=== block 1 ===
**config.mk**
```make
export PLATFORM = sky130hd
export DESIGN_NAME = pipe_ctrl
export DESIGN_NICKNAME = d
export VERILOG_FILES = /design/src/rtl/pipe_ctrl_pkg.sv /design/src/rtl/pipe_ctrl_creg_file.sv /design/src/rtl/pipe_ctrl.sv
export SDC_FILE = /design/constraint.sdc
export NUM_CORES = 1
export LEC_CHECK = 0
export CORE_UTILIZATION = 53
export CTS_CLUSTER_SIZE = 12
export DETAILED_ROUTE_END_ITERATION = 16
export PLACE_DENSITY = 0.86
export SLEW_MARGIN = 20
export SYNTH_ARGS = -nofsm -noshare
export SYNTH_HDL_FRONTEND = slang
export SYNTH_SLANG_ARGS = --single-unit
```
**constraint.sdc**
```tcl
create_clock -name clk -period 5.5 [get_ports clk]
set_input_delay 1.1 -clock clk [delete_from_list [all_inputs] [get_ports clk]]
set_output_delay 1.1 -clock clk [all_outputs]
set_load 0.1 [all_outputs]
```
**src/rtl/pipe_ctrl_pkg.sv**
```systemverilog
// ----------------------------------------------------------------------------
// pipe_ctrl_pkg
// Shared types and constants for the pipeline controller and its
// control-register file: control-op and exception encodings, execution
// modes, control-register addresses and STATUS bit positions.
// Optional feature macro used by the importing files: PCTRL_IRQ_EN.
// ----------------------------------------------------------------------------
package pipe_ctrl_pkg;

    typedef enum logic [1:0] {
        CTRL_NOP  = 2'd0,
        CTRL_WRCR = 2'd1,
        CTRL_EXRT = 2'd2
    } ctrl_op_e;

    typedef enum logic [2:0] {
        EXP_NONE     = 3'd0,
        EXP_EXT_INT  = 3'd1,
        EXP_UNDEF    = 3'd2,
        EXP_OVF      = 3'd3,
        EXP_MISALIGN = 3'd4,
        EXP_TRAP     = 3'd5,
        EXP_PRV_VIO  = 3'd6
    } exp_code_e;

    typedef enum logic {
        MODE_KERNEL = 1'b0,
        MODE_USER   = 1'b1
    } exe_mode_e;

    localparam logic [4:0] CREG_STATUS     = 5'd0;
    localparam logic [4:0] CREG_PRE_STATUS = 5'd1;
    localparam logic [4:0] CREG_EXP_CODE   = 5'd2;
    localparam logic [4:0] CREG_VECTOR     = 5'd3;
    localparam logic [4:0] CREG_EPC        = 5'd4;
    localparam logic [4:0] CREG_IRQ_MASK   = 5'd5;

    localparam int STATUS_MODE_BIT = 0;
    localparam int STATUS_IE_BIT   = 1;

    // STATUS value loaded on exception entry: kernel mode, interrupts off.
    function automatic logic [1:0] status_exc_entry();
        logic [1:0] s;
        s = 2'b00;
        s[STATUS_MODE_BIT] = MODE_KERNEL;
        s[STATUS_IE_BIT]   = 1'b0;
        return s;
    endfunction

endpackage

```
**src/rtl/pipe_ctrl_creg_file.sv**
```systemverilog
// ----------------------------------------------------------------------------
// pipe_ctrl_creg_file (module creg_file)
// Control-register storage for the pipeline controller: STATUS, PRE_STATUS,
// EXP_CODE, VECTOR, EPC and (with PCTRL_IRQ_EN) IRQ_MASK. Updates are driven
// by one-hot commit strobes from pipe_ctrl; the read port is combinational
// with a bypass of a WRCR committing in the same cycle.
// Ports:
//   clk, rst_n              clock, async active-low reset
//   exc_commit_i            exception commits this cycle
//   exc_code_i              {delay_flag, code} to store in EXP_CODE
//   exc_epc_i               word PC to store in EPC
//   exrt_commit_i           EXRT commits this cycle (STATUS <= PRE_STATUS)
//   wr_en_i/addr/data       WRCR commits this cycle
//   rd_addr_i / rd_data_o   decoder read port
//   status_o, vector_o, epc_o, irq_mask_o  live register values
// ----------------------------------------------------------------------------
module creg_file
    import pipe_ctrl_pkg::*;
#(
    parameter int DE_ADD_WIDTH  = 30,
    parameter int DE_DAT_WIDTH  = 32,
    parameter int REG_ADD_WIDTH = 5,
    parameter int ISA_EXP_BUS   = 3,
    parameter int IRQ_WIDTH     = 8
) (
    input  logic                     clk,
    input  logic                     rst_n,
    input  logic                     exc_commit_i,
    input  logic [ISA_EXP_BUS:0]     exc_code_i,
    input  logic [DE_ADD_WIDTH-1:0]  exc_epc_i,
    input  logic                     exrt_commit_i,
    input  logic                     wr_en_i,
    input  logic [REG_ADD_WIDTH-1:0] wr_addr_i,
    input  logic [DE_DAT_WIDTH-1:0]  wr_data_i,
    input  logic [REG_ADD_WIDTH-1:0] rd_addr_i,
    output logic [DE_DAT_WIDTH-1:0]  rd_data_o,
    output logic [1:0]               status_o,
    output logic [DE_DAT_WIDTH-1:0]  vector_o,
    output logic [DE_ADD_WIDTH-1:0]  epc_o,
    output logic [IRQ_WIDTH-1:0]     irq_mask_o
);

    localparam logic [REG_ADD_WIDTH-1:0] A_STATUS   = REG_ADD_WIDTH'(CREG_STATUS);
    localparam logic [REG_ADD_WIDTH-1:0] A_PRE      = REG_ADD_WIDTH'(CREG_PRE_STATUS);
    localparam logic [REG_ADD_WIDTH-1:0] A_EXP      = REG_ADD_WIDTH'(CREG_EXP_CODE);
    localparam logic [REG_ADD_WIDTH-1:0] A_VECTOR   = REG_ADD_WIDTH'(CREG_VECTOR);
    localparam logic [REG_ADD_WIDTH-1:0] A_EPC      = REG_ADD_WIDTH'(CREG_EPC);
`ifdef PCTRL_IRQ_EN
    localparam logic [REG_ADD_WIDTH-1:0] A_IRQ_MASK = REG_ADD_WIDTH'(CREG_IRQ_MASK);
`endif

    logic [1:0]               status_q,     status_d;
    logic [1:0]               pre_status_q, pre_status_d;
    logic [ISA_EXP_BUS:0]     exp_code_q,   exp_code_d;
    logic [DE_DAT_WIDTH-1:0]  vector_q,     vector_d;
    logic [DE_ADD_WIDTH-1:0]  epc_q,        epc_d;
    logic [DE_DAT_WIDTH-1:0]  rd_reg_s;
`ifdef PCTRL_IRQ_EN
    logic [IRQ_WIDTH-1:0]     irq_mask_q,   irq_mask_d;
`endif

    // Addresses that hold real storage; everything else reads 0 and
    // ignores writes (and is therefore never bypassed).
    function automatic logic addr_is_impl(input logic [REG_ADD_WIDTH-1:0] a);
        logic r;
        case (a)
            A_STATUS, A_PRE, A_EXP, A_VECTOR, A_EPC: r = 1'b1;
`ifdef PCTRL_IRQ_EN
            A_IRQ_MASK:                              r = 1'b1;
`endif
            default:                                 r = 1'b0;
        endcase
        return r;
    endfunction

    // Next-state for all control registers; strobes are mutually exclusive.
    always_comb begin
        status_d     = status_q;
        pre_status_d = pre_status_q;
        exp_code_d   = exp_code_q;
        vector_d     = vector_q;
        epc_d        = epc_q;
`ifdef PCTRL_IRQ_EN
        irq_mask_d   = irq_mask_q;
`endif
        if (exc_commit_i) begin
            pre_status_d = status_q;
            status_d     = status_exc_entry();
            exp_code_d   = exc_code_i;
            epc_d        = exc_epc_i;
        end else if (exrt_commit_i) begin
            status_d = pre_status_q;
        end else if (wr_en_i) begin
            case (wr_addr_i)
                A_STATUS:   status_d     = wr_data_i[1:0];
                A_PRE:      pre_status_d = wr_data_i[1:0];
                A_EXP:      exp_code_d   = wr_data_i[ISA_EXP_BUS:0];
                A_VECTOR:   vector_d     = wr_data_i;
                A_EPC:      epc_d        = wr_data_i[DE_DAT_WIDTH-1:2];
`ifdef PCTRL_IRQ_EN
                A_IRQ_MASK: irq_mask_d   = wr_data_i[IRQ_WIDTH-1:0];
`endif
                default:    status_d     = status_q;
            endcase
        end else begin
            status_d = status_q;
        end
    end

    // Register storage; reset leaves the core in kernel mode, interrupts off.
    always_ff @(posedge clk or negedge rst_n) begin
        if (!rst_n) begin
            status_q     <= 2'b00;
            pre_status_q <= 2'b00;
            exp_code_q   <= {(ISA_EXP_BUS+1){1'b0}};
            vector_q     <= {DE_DAT_WIDTH{1'b0}};
            epc_q        <= {DE_ADD_WIDTH{1'b0}};
`ifdef PCTRL_IRQ_EN
            irq_mask_q   <= {IRQ_WIDTH{1'b0}};
`endif
        end else begin
            status_q     <= status_d;
            pre_status_q <= pre_status_d;
            exp_code_q   <= exp_code_d;
            vector_q     <= vector_d;
            epc_q        <= epc_d;
`ifdef PCTRL_IRQ_EN
            irq_mask_q   <= irq_mask_d;
`endif
        end
    end

    // Decoder read mux with same-cycle WRCR bypass.
    always_comb begin
        rd_reg_s = {DE_DAT_WIDTH{1'b0}};
        case (rd_addr_i)
            A_STATUS:   rd_reg_s = DE_DAT_WIDTH'(status_q);
            A_PRE:      rd_reg_s = DE_DAT_WIDTH'(pre_status_q);
            A_EXP:      rd_reg_s = DE_DAT_WIDTH'(exp_code_q);
            A_VECTOR:   rd_reg_s = vector_q;
            A_EPC:      rd_reg_s = {epc_q, 2'b00};
`ifdef PCTRL_IRQ_EN
            A_IRQ_MASK: rd_reg_s = DE_DAT_WIDTH'(irq_mask_q);
`endif
            default:    rd_reg_s = {DE_DAT_WIDTH{1'b0}};
        endcase
        if (wr_en_i && (wr_addr_i == rd_addr_i) && addr_is_impl(rd_addr_i)) begin
            rd_data_o = wr_data_i;
        end else begin
            rd_data_o = rd_reg_s;
        end
    end

    assign status_o = status_q;
    assign vector_o = vector_q;
    assign epc_o    = epc_q;
`ifdef PCTRL_IRQ_EN
    assign irq_mask_o = irq_mask_q;
`else
    assign irq_mask_o = {IRQ_WIDTH{1'b0}};
`endif

endmodule

```
**src/rtl/pipe_ctrl.sv**
```systemverilog
// ----------------------------------------------------------------------------
// pipe_ctrl
// Central controller of the 5-stage pipeline. Produces per-stage stall and
// flush, the PC redirect, and commits exceptions / EXRT / WRCR at the MEM
// boundary so they are precise. Control registers live in creg_file.
// Optional feature: define PCTRL_IRQ_EN to enable IRQ_MASK and external
// interrupts on irq_i (2-flop synchronised, taken on a commit-free cycle).
// Ports:
//   if_busy_i, mem_busy_i, ld_hazard_i   stall sources
//   id_br_flag_i                         branch in ID (delay-slot tracking)
//   mem_en_i, mem_pc_i, mem_ctrl_op_i, mem_exp_code_i,
//   mem_dst_addr_i, mem_wr_data_i        MEM-stage instruction
//   creg_rd_addr_i / creg_rd_data_o      decoder control-register read
//   exe_mode_o                           0=kernel, 1=user
//   irq_i                                level interrupts (optional)
//   *_stall_o, *_flush_o                 per-stage hold / invalidate
//   new_pc_o, redirect_o                 PC redirect
// Stall, flush and redirect outputs are combinational by design.
// ----------------------------------------------------------------------------
module pipe_ctrl
    import pipe_ctrl_pkg::*;
#(
    parameter int DE_ADD_WIDTH  = 30,
    parameter int DE_DAT_WIDTH  = 32,
    parameter int REG_ADD_WIDTH = 5,
    parameter int CTRL_OP_BUS   = 2,
    parameter int ISA_EXP_BUS   = 3,
    parameter int CPU_EXE_MODE  = 1,
    parameter int IRQ_WIDTH     = 8
) (
    input  logic                     clk,
    input  logic                     rst_n,
    input  logic                     if_busy_i,
    input  logic                     mem_busy_i,
    input  logic                     ld_hazard_i,
    input  logic                     id_br_flag_i,
    input  logic                     mem_en_i,
    input  logic [DE_ADD_WIDTH-1:0]  mem_pc_i,
    input  logic [CTRL_OP_BUS-1:0]   mem_ctrl_op_i,
    input  logic [ISA_EXP_BUS-1:0]   mem_exp_code_i,
    input  logic [REG_ADD_WIDTH-1:0] mem_dst_addr_i,
    input  logic [DE_DAT_WIDTH-1:0]  mem_wr_data_i,
    input  logic [REG_ADD_WIDTH-1:0] creg_rd_addr_i,
    output logic [DE_DAT_WIDTH-1:0]  creg_rd_data_o,
    output logic [CPU_EXE_MODE-1:0]  exe_mode_o,
    input  logic [IRQ_WIDTH-1:0]     irq_i,
    output logic                     if_stall_o,
    output logic                     id_stall_o,
    output logic                     ex_stall_o,
    output logic                     mem_stall_o,
    output logic                     if_flush_o,
    output logic                     id_flush_o,
    output logic                     ex_flush_o,
    output logic                     mem_flush_o,
    output logic [DE_ADD_WIDTH-1:0]  new_pc_o,
    output logic                     redirect_o
);

    logic                    stall_s;
    logic                    commit_ok_s;
    logic                    exc_s;
    logic                    exrt_s;
    logic                    wrcr_s;
    logic                    irq_take_s;
    logic [ISA_EXP_BUS-1:0]  exc_code_s;
    logic [ISA_EXP_BUS:0]    exc_word_s;
    logic [DE_ADD_WIDTH-1:0] exc_epc_s;
    logic [1:0]              status_s;
    logic [DE_DAT_WIDTH-1:0] vector_s;
    logic [DE_ADD_WIDTH-1:0] epc_s;
    logic [IRQ_WIDTH-1:0]    irq_mask_s;

    // Branch-shadow pipe: br_ex_q tracks the EX stage, delay_q the MEM stage.
    logic                    br_ex_q, br_ex_d;
    logic                    delay_q, delay_d;

    assign stall_s = if_busy_i | mem_busy_i;
    // rst_n is folded in so that asserting reset cancels a pending commit
    // combinationally, before any edge.
    assign commit_ok_s = rst_n & mem_en_i & ~stall_s;

`ifdef PCTRL_IRQ_EN
    logic [IRQ_WIDTH-1:0] irq_meta_q, irq_sync_q;

    // Interrupt is only taken on an instruction that commits nothing itself.
    assign irq_take_s = commit_ok_s
                      & (mem_exp_code_i == {ISA_EXP_BUS{1'b0}})
                      & (mem_ctrl_op_i != CTRL_WRCR)
                      & (mem_ctrl_op_i != CTRL_EXRT)
                      & status_s[STATUS_IE_BIT]
                      & (|(irq_sync_q & ~irq_mask_s));

    // Two-flop synchroniser for the asynchronous interrupt lines.
    always_ff @(posedge clk or negedge rst_n) begin
        if (!rst_n) begin
            irq_meta_q <= {IRQ_WIDTH{1'b0}};
            irq_sync_q <= {IRQ_WIDTH{1'b0}};
        end else begin
            irq_meta_q <= irq_i;
            irq_sync_q <= irq_meta_q;
        end
    end
`else
    logic irq_unused_s;
    assign irq_unused_s = ^{irq_i, irq_mask_s};
    assign irq_take_s   = 1'b0;
`endif

    // Commit priority: exception > EXRT > WRCR.
    always_comb begin
        exc_s  = (commit_ok_s & (mem_exp_code_i != {ISA_EXP_BUS{1'b0}})) | irq_take_s;
        exrt_s = commit_ok_s & ~exc_s & (mem_ctrl_op_i == CTRL_EXRT);
        wrcr_s = commit_ok_s & ~exc_s & ~exrt_s & (mem_ctrl_op_i == CTRL_WRCR);
        if (irq_take_s) begin
            exc_code_s = ISA_EXP_BUS'(EXP_EXT_INT);
            exc_epc_s  = mem_pc_i;
        end else if (delay_q) begin
            // Faulting instruction sits in a delay slot: restart at the branch.
            exc_code_s = mem_exp_code_i;
            exc_epc_s  = mem_pc_i - DE_ADD_WIDTH'(1);
        end else begin
            exc_code_s = mem_exp_code_i;
            exc_epc_s  = mem_pc_i;
        end
        exc_word_s = {delay_q, exc_code_s};
    end

    // Stall, flush and redirect generation.
    always_comb begin
        if_stall_o  = rst_n & (stall_s | ld_hazard_i);
        id_stall_o  = rst_n & stall_s;
        ex_stall_o  = rst_n & stall_s;
        mem_stall_o = rst_n & stall_s;
        if_flush_o  = 1'b0;
        id_flush_o  = 1'b0;
        ex_flush_o  = 1'b0;
        mem_flush_o = 1'b0;
        redirect_o  = 1'b0;
        new_pc_o    = {DE_ADD_WIDTH{1'b0}};
        if (exc_s || exrt_s) begin
            if_flush_o  = 1'b1;
            id_flush_o  = 1'b1;
            ex_flush_o  = 1'b1;
            mem_flush_o = 1'b1;
            redirect_o  = 1'b1;
            new_pc_o    = exc_s ? vector_s[DE_DAT_WIDTH-1:2] : epc_s;
        end else if (wrcr_s) begin
            // Restart just after the WRCR so younger instructions see its effect.
            if_flush_o = 1'b1;
            id_flush_o = 1'b1;
            ex_flush_o = 1'b1;
            redirect_o = 1'b1;
            new_pc_o   = mem_pc_i + DE_ADD_WIDTH'(1);
        end else if (rst_n && !stall_s && ld_hazard_i) begin
            // Bubble into EX while ID/IF hold the dependent instruction.
            id_flush_o = 1'b1;
        end else begin
            redirect_o = 1'b0;
        end
    end

    // Next state of the branch-shadow pipe, following the stage registers.
    always_comb begin
        br_ex_d = br_ex_q;
        delay_d = delay_q;
        if (stall_s) begin
            br_ex_d = br_ex_q;
            delay_d = delay_q;
        end else if (exc_s || exrt_s || wrcr_s) begin
            br_ex_d = 1'b0;
            delay_d = 1'b0;
        end else if (ld_hazard_i) begin
            br_ex_d = 1'b0;
            delay_d = br_ex_q;
        end else begin
            br_ex_d = id_br_flag_i;
            delay_d = br_ex_q;
        end
    end

    // Branch-shadow pipe registers.
    always_ff @(posedge clk or negedge rst_n) begin
        if (!rst_n) begin
            br_ex_q <= 1'b0;
            delay_q <= 1'b0;
        end else begin
            br_ex_q <= br_ex_d;
            delay_q <= delay_d;
        end
    end

    creg_file #(
        .DE_ADD_WIDTH  (DE_ADD_WIDTH),
        .DE_DAT_WIDTH  (DE_DAT_WIDTH),
        .REG_ADD_WIDTH (REG_ADD_WIDTH),
        .ISA_EXP_BUS   (ISA_EXP_BUS),
        .IRQ_WIDTH     (IRQ_WIDTH)
    ) u_creg (
        .clk           (clk),
        .rst_n         (rst_n),
        .exc_commit_i  (exc_s),
        .exc_code_i    (exc_word_s),
        .exc_epc_i     (exc_epc_s),
        .exrt_commit_i (exrt_s),
        .wr_en_i       (wrcr_s),
        .wr_addr_i     (mem_dst_addr_i),
        .wr_data_i     (mem_wr_data_i),
        .rd_addr_i     (creg_rd_addr_i),
        .rd_data_o     (creg_rd_data_o),
        .status_o      (status_s),
        .vector_o      (vector_s),
        .epc_o         (epc_s),
        .irq_mask_o    (irq_mask_s)
    );

    assign exe_mode_o = CPU_EXE_MODE'(status_s[STATUS_MODE_BIT]);

endmodule

```
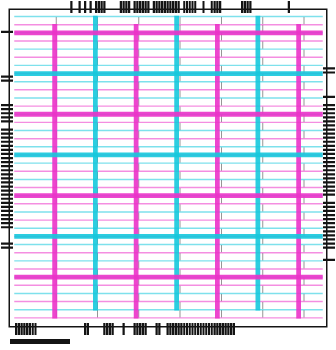
Fig. 1. PDN straps and rails (block 1).
Scale bar: 20 um. Pins as bars on the die edge. Tap cells in gray.
| color | net |
|---|---|
| magenta | VSS |
| cyan | VDD |
met4 straps: 7
met5 straps: 7
signal pins: 164
Core Area: 10,400 um2
VDD IR-drop max: 0.111 mV
Die Wd: 106 um

==> impl_metrics.json <==
{
  "status": "completed",
  "top_power_group": "registers",
  "p_sw_uw": 486,
  "yosysWarnings": 0,
  "synthMostInstantiatedCell": "dfrtp_1",
  "powerComb_uw": 373,
  "cp-end-kind": "output pin",
  "numCtsBuffers": 9,
  "antenna_found_initial": 1,
  "p_clk_uw": 440,
  "maxClockFrequency_ghz": 0.196,
  "yosysUniqueCellTypes": 52,
  "wirelength_um": 19300,
  "yosysTopAreaCellShare": 0.317,
  "top_area_cell": "dfrtp_1"
}
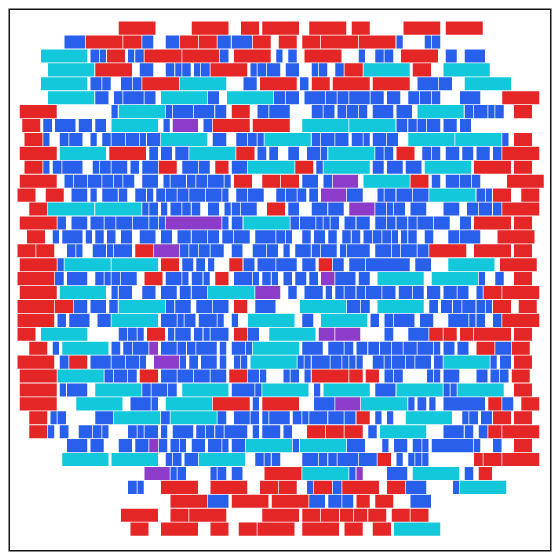
Fig. 2. Cells colored by class (block 1).
| color | class | cells | share of their area |
|---|---|---|---|
| purple | clock drivers and dummy loads | 16 | 2.5% |
| red | other buffers and delay cells | 171 | 29% |
| cyan | flip-flops | 72 | 23% |
| blue | all other logic | 563 | 45% |
FP Rows: 37
Util after Layout: 0.780
flop share of the area: 0.223
Final Cell Area: 8080 um2

## sequential cells by signal, summed over array words and instances, names as in the netlist
signal and count:
delay_q 1, u_creg.epc_o 30, u_creg.status_o 2, u_creg.pre_status_q 2
br_ex_q 1, u_creg.exp_code_q 4, u_creg.vector_o 32
## layout by cell type, fill, tap and decap left out, drive strengths merged, types with 8 or more instances in the layout
master	count
a21oi	60
a22oi	43
and3	26
buf	87
clkbuf	11
clkdlybuf4s50	84
dfrtp	72
inv	8
mux2	38
nand2	60
nand3	30
nand4	13
nor2	58
nor3	26
nor4	15
o211ai	12
o21ai	41
o22ai	20
or3	8
xnor2	29
xor2	28
## cell type report
type                       count  area, um2  share of cell area
timing repair buffer         171       2330               0.288
clock buffer                  11        141              0.0175
clock inverter                 5       56.3             0.00696
sequential                    72       1800               0.223
inverter                       8       30.0             0.00371
antenna                        1       2.50            0.000310
multi-input combinational    555       3550               0.439
tap                          136        170              0.0210
## worst max-delay path, cell delays in order
cell and delay, ns:
clkdlybuf4s50_1 0.70, nand4_1 0.27, or4_1 0.72, nor4_1 0.59, xnor2_1 0.13, o22ai_1 0.25
buf_12 0.23

=== block 2 ===
Fig. 3: block 2, PDN straps and rails
Scale bar: 20 um. Pins as bars on the die edge. Tap cells in gray.
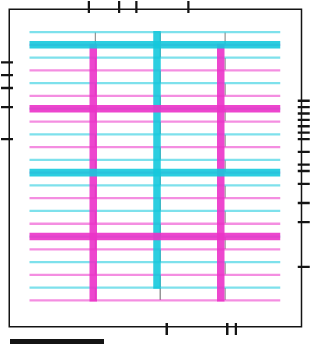
Fig. 4: block 2, cells colored by class
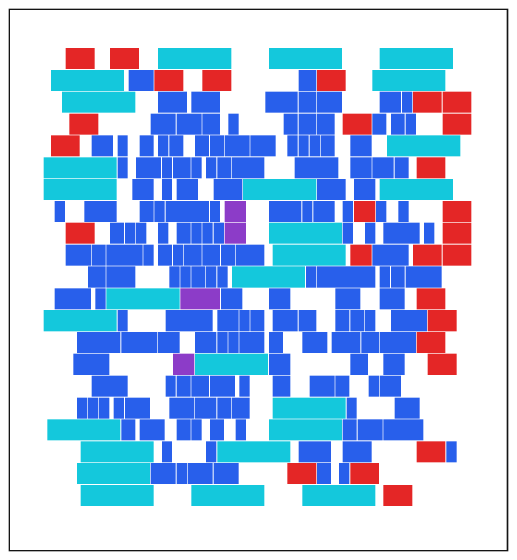
`config.mk`:
```
export PLATFORM = sky130hd
export DESIGN_NAME = traffic_phase_scheduler
export DESIGN_NICKNAME = d
export VERILOG_FILES = /design/src/rtl/traffic_pkg.sv /design/src/rtl/traffic_rr_picker.sv /design/src/rtl/traffic_phase_scheduler.sv
export SDC_FILE = /design/constraint.sdc
export NUM_CORES = 1
export LEC_CHECK = 0
export CORE_ASPECT_RATIO = 1.1
export CORE_MARGIN = 4
export CORE_UTILIZATION = 59
export CTS_CLUSTER_SIZE = 20
export DETAILED_ROUTE_END_ITERATION = 7
export PLACE_DENSITY_LB_ADDON = 0.2
export SLEW_MARGIN = 30
export SYNTH_ARGS = -nofsm -noshare
export SYNTH_HDL_FRONTEND = slang
export SYNTH_HIERARCHICAL = 1
export SYNTH_SLANG_ARGS = --single-unit
```
`constraint.sdc`:
```
create_clock -name clk -period 4.7 [get_ports clk]
set_input_delay 0.47 -clock clk [delete_from_list [all_inputs] [get_ports clk]]
set_output_delay 0.47 -clock clk [all_outputs]
set_load 0.03 [all_outputs]
```
`src/rtl/traffic_pkg.sv`:
```
// Shared types and way/one-hot helpers for the traffic light controller and its scheduler.
// Way w maps to vector bit (3-w), so approach A is always the MSB.
package traffic_pkg;

    typedef enum logic [1:0] {
        WAY_A = 2'd0,
        WAY_B = 2'd1,
        WAY_C = 2'd2,
        WAY_D = 2'd3
    } way_t;

    typedef enum logic [1:0] {
        S_IDLE = 2'd0,
        S_WAIT = 2'd1,
        S_HOLD = 2'd2
    } sched_state_t;

    function automatic logic [3:0] way2onehot(way_t w);
        return 4'b1000 >> w;
    endfunction

    // Only meaningful for a one-hot input; anything else falls through to WAY_D.
    function automatic way_t onehot2way(logic [3:0] oh);
        case (oh)
            4'b1000: return WAY_A;
            4'b0100: return WAY_B;
            4'b0010: return WAY_C;
            default: return WAY_D;
        endcase
    endfunction

endpackage

```
`src/rtl/traffic_rr_picker.sv`:
```
// Combinational round-robin picker: first requesting way after ptr, wrapping A>B>C>D>A.
module traffic_rr_picker
    import traffic_pkg::*;
(
    input  logic [3:0] req,
    input  way_t       ptr,
    output logic       valid,
    output way_t       way
);

    logic [1:0] cand;

    // Walk from the farthest candidate (ptr+4) to the nearest (ptr+1) so the nearest wins.
    always_comb begin
        valid = 1'b0;
        way   = WAY_A;
        cand  = ptr;
        for (int k = 4; k >= 1; k--) begin
            cand = ptr + k[1:0];
            if (req[~cand]) begin
                valid = 1'b1;
                way   = way_t'(cand);
            end
        end
    end

endmodule

```
`src/rtl/traffic_phase_scheduler.sv`:
```
// Fair round-robin front end for the 4-way light controller with emergency preemption;
// drives a one-hot switch request and waits for light_en to confirm it.
module traffic_phase_scheduler
    import traffic_pkg::*;
#(
    parameter logic [7:0] ACK_TIMEOUT = 8'd64,
    parameter logic [7:0] HOLD_CYCLES = 8'd4
) (
    input  logic       clk,
    input  logic       rst,
    input  logic [3:0] car_req,
    input  logic       emerg_req,
    input  logic [1:0] emerg_way,
    input  logic [3:0] light_en,
    output logic [3:0] switch_to,
    output logic [3:0] pending,
    output logic [1:0] grant_way,
    output logic       busy,
    output logic       emerg_active,
    output logic       ack_timeout
);

    sched_state_t state, state_n;
    way_t         target, target_n, rr_ptr, rr_ptr_n, pick_way, green_way, emerg_tgt;
    logic [7:0]   wait_cnt, wait_cnt_n;
    logic [3:0]   switch_to_n, pending_n, green_mask;
    logic [1:0]   grant_way_n;
    logic         emerg_active_n, ack_timeout_n, pick_vld, green_vld, emerg_green, confirm;

    // A light_en that is not one-hot means no approach is green.
    assign green_vld   = $onehot(light_en);
    assign green_way   = onehot2way(light_en);
    assign green_mask  = green_vld ? light_en : 4'b0000;
    assign emerg_tgt   = way_t'(emerg_way);
    assign emerg_green = green_vld && (green_way == emerg_tgt);
    assign confirm     = green_vld && (green_way == target);
    assign pending_n   = (pending | car_req) & ~green_mask;
    assign busy        = (state != S_IDLE);

    traffic_rr_picker u_picker (
        .req   (pending & ~green_mask),
        .ptr   (rr_ptr),
        .valid (pick_vld),
        .way   (pick_way)
    );

    always_comb begin
        state_n        = state;
        target_n       = target;
        wait_cnt_n     = wait_cnt;
        rr_ptr_n       = rr_ptr;
        switch_to_n    = switch_to;
        grant_way_n    = grant_way;
        emerg_active_n = emerg_active;
        ack_timeout_n  = 1'b0;
        case (state)
            S_IDLE: begin
                switch_to_n    = 4'b0000;
                emerg_active_n = 1'b0;
                wait_cnt_n     = 8'd0;
                if (emerg_req && emerg_green) begin
                    emerg_active_n = 1'b1;
                end else if (emerg_req) begin
                    target_n       = emerg_tgt;
                    emerg_active_n = 1'b1;
                    switch_to_n    = way2onehot(emerg_tgt);
                    state_n        = S_WAIT;
                end else if (pick_vld) begin
                    target_n    = pick_way;
                    switch_to_n = way2onehot(pick_way);
                    state_n     = S_WAIT;
                end
            end
            S_WAIT: begin
                if (confirm) begin
                    grant_way_n    = target;
                    rr_ptr_n       = target;
                    emerg_active_n = emerg_req && (emerg_tgt == target);
                    switch_to_n    = 4'b0000;
                    wait_cnt_n     = 8'd0;
                    state_n        = (HOLD_CYCLES == 8'd0) ? S_IDLE : S_HOLD;
                end else if (emerg_req && (emerg_tgt != target)) begin
                    emerg_active_n = 1'b1;
                    wait_cnt_n     = 8'd0;
                    if (emerg_green) begin
                        // Emergency way is already green: drop the request rather than switch away.
                        switch_to_n = 4'b0000;
                        state_n     = S_IDLE;
                    end else begin
                        target_n    = emerg_tgt;
                        switch_to_n = way2onehot(emerg_tgt);
                    end
                end else if (wait_cnt == ACK_TIMEOUT - 8'd1) begin
                    // Abandon: moving rr_ptr onto the target makes the next pick skip past it.
                    ack_timeout_n  = 1'b1;
                    switch_to_n    = 4'b0000;
                    rr_ptr_n       = target;
                    emerg_active_n = 1'b0;
                    wait_cnt_n     = 8'd0;
                    state_n        = S_IDLE;
                end else begin
                    wait_cnt_n = wait_cnt + 8'd1;
                end
            end
            S_HOLD: begin
                switch_to_n = 4'b0000;
                if (!emerg_req) emerg_active_n = 1'b0;
                if (emerg_req && !emerg_green) begin
                    target_n       = emerg_tgt;
                    emerg_active_n = 1'b1;
                    switch_to_n    = way2onehot(emerg_tgt);
                    wait_cnt_n     = 8'd0;
                    state_n        = S_WAIT;
                end else if (wait_cnt == HOLD_CYCLES - 8'd1) begin
                    wait_cnt_n = 8'd0;
                    state_n    = S_IDLE;
                end else begin
                    wait_cnt_n = wait_cnt + 8'd1;
                end
            end
            default: begin
                switch_to_n = 4'b0000;
                wait_cnt_n  = 8'd0;
                state_n     = S_IDLE;
            end
        endcase
    end

    always_ff @(posedge clk or posedge rst) begin
        if (rst) begin
            state        <= S_IDLE;
            target       <= WAY_A;
            rr_ptr       <= WAY_A;
            wait_cnt     <= 8'd0;
            switch_to    <= 4'b0000;
            pending      <= 4'b0000;
            grant_way    <= 2'd0;
            emerg_active <= 1'b0;
            ack_timeout  <= 1'b0;
        end else begin
            state        <= state_n;
            target       <= target_n;
            rr_ptr       <= rr_ptr_n;
            wait_cnt     <= wait_cnt_n;
            switch_to    <= switch_to_n;
            pending      <= pending_n;
            grant_way    <= grant_way_n;
            emerg_active <= emerg_active_n;
            ack_timeout  <= ack_timeout_n;
        end
    end

endmodule
```
==> impl_metrics.json <==
{
  "drt-initial-drc-count": 83,
  "synth_area_um2": 1880,
  "cp_data_arrival_time_ns": 4.05,
  "crit_family": "buffers and inverters",
  "hold_end": "wait_cnt[0]",
  "numCtsBuffers": 3,
  "openroad.warnings": 31,
  "status": "completed",
  "drv_slew": 0,
  "critPathLaunch": "light_en[3]",
  "antenna_found_initial": 0,
  "min_path_cells": 1,
  "wirelength_um": 4080,
  "n_clock_buffer": 4,
  "diodes": 0,
  "nNetsFinal": 254,
  "grt_max_degree": 27,
  "synthCells": 207,
  "rows": 21,
  "crit_fanout": 12,
  "top_layer": "met4"
}
## Picture notes: Fig. 3
| color | net |
|---|---|
| magenta | VSS |
| cyan | VDD |
rows: 21
tap cells: 34
met5 straps: 4
met4 straps: 3
met1 rails: 22
Die Wd: 61.9 um
Core Area: 3050 um2

## Picture notes: Fig. 4
| color | class | cells | share of their area |
|---|---|---|---|
| purple | clock drivers and dummy loads | 4 | 1.7% |
| red | other buffers and delay cells | 27 | 13% |
| blue | all other logic | 173 | 55% |
| cyan | flip-flops | 26 | 31% |
Final Cell Area: 2150 um2
Util after Layout: 0.705

==> worst register-to-register path, stage by stage, from the launching register on <==
cell	delay [ns]
dfrtp_1	0.40
ha_1	0.23
nand3_1	0.08
or2_1	0.24
or3_1	0.36
nand2_1	0.09
or2_1	0.26
o2111ai_2	0.20
mux2_4	0.33
==> cells in the final DEF (no fill, tap or decap), drive strengths merged, types with 5 or more instances in the layout <==
cell,n
a21oi,11
mux2,5
o21ai,11
nand2,12
nor2,28
ha,9
dfrtp,26
mux2i,6
inv,18
nand2b,6
clkdlybuf4s50,25
nand3,10
a21boi,6
==> per-stage QoR <==
| stage | std cells | setup WS (ns) |
|---|---|---|
| after detailed placement | 260 | 0.548 |
| after global placement | 260 | 0.693 |
| after global routing | 264 | 0.616 |
| after floorplan | 207 | 1.22 |
| after CTS | 264 | 0.908 |
| final | 264 | 0.860 |
==> power groups by stage <==
| stage | registers, mW | clock network [mW] | logic, mW |
|---|---|---|---|
| floorplan | 0.388 | 0 | 0.381 |
| global placement | 0.344 | 0 | 0.566 |
| detailed placement | 0.346 | 0 | 0.578 |
| CTS | 0.341 | 0.118 | 0.583 |
| global route | 0.352 | 0.124 | 0.640 |
| finish | 0.341 | 0.111 | 0.582 |


==> gallery <==
Metal layers overlaid.
Scale bar: 20 um. Only two layers are drawn.
Plate I
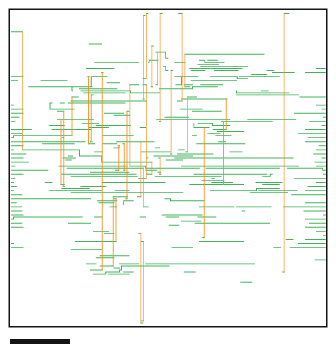
Plate II
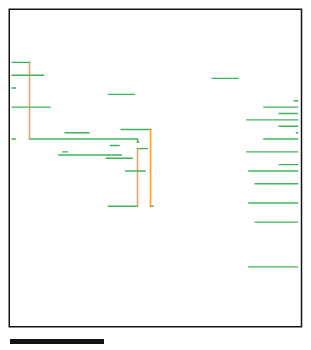
- Plate I = block 1
- Plate II = block 2
Of these, most wire: Plate I
Of these, largest die: Plate I

Power is estimated from default activity; no workload was simulated.
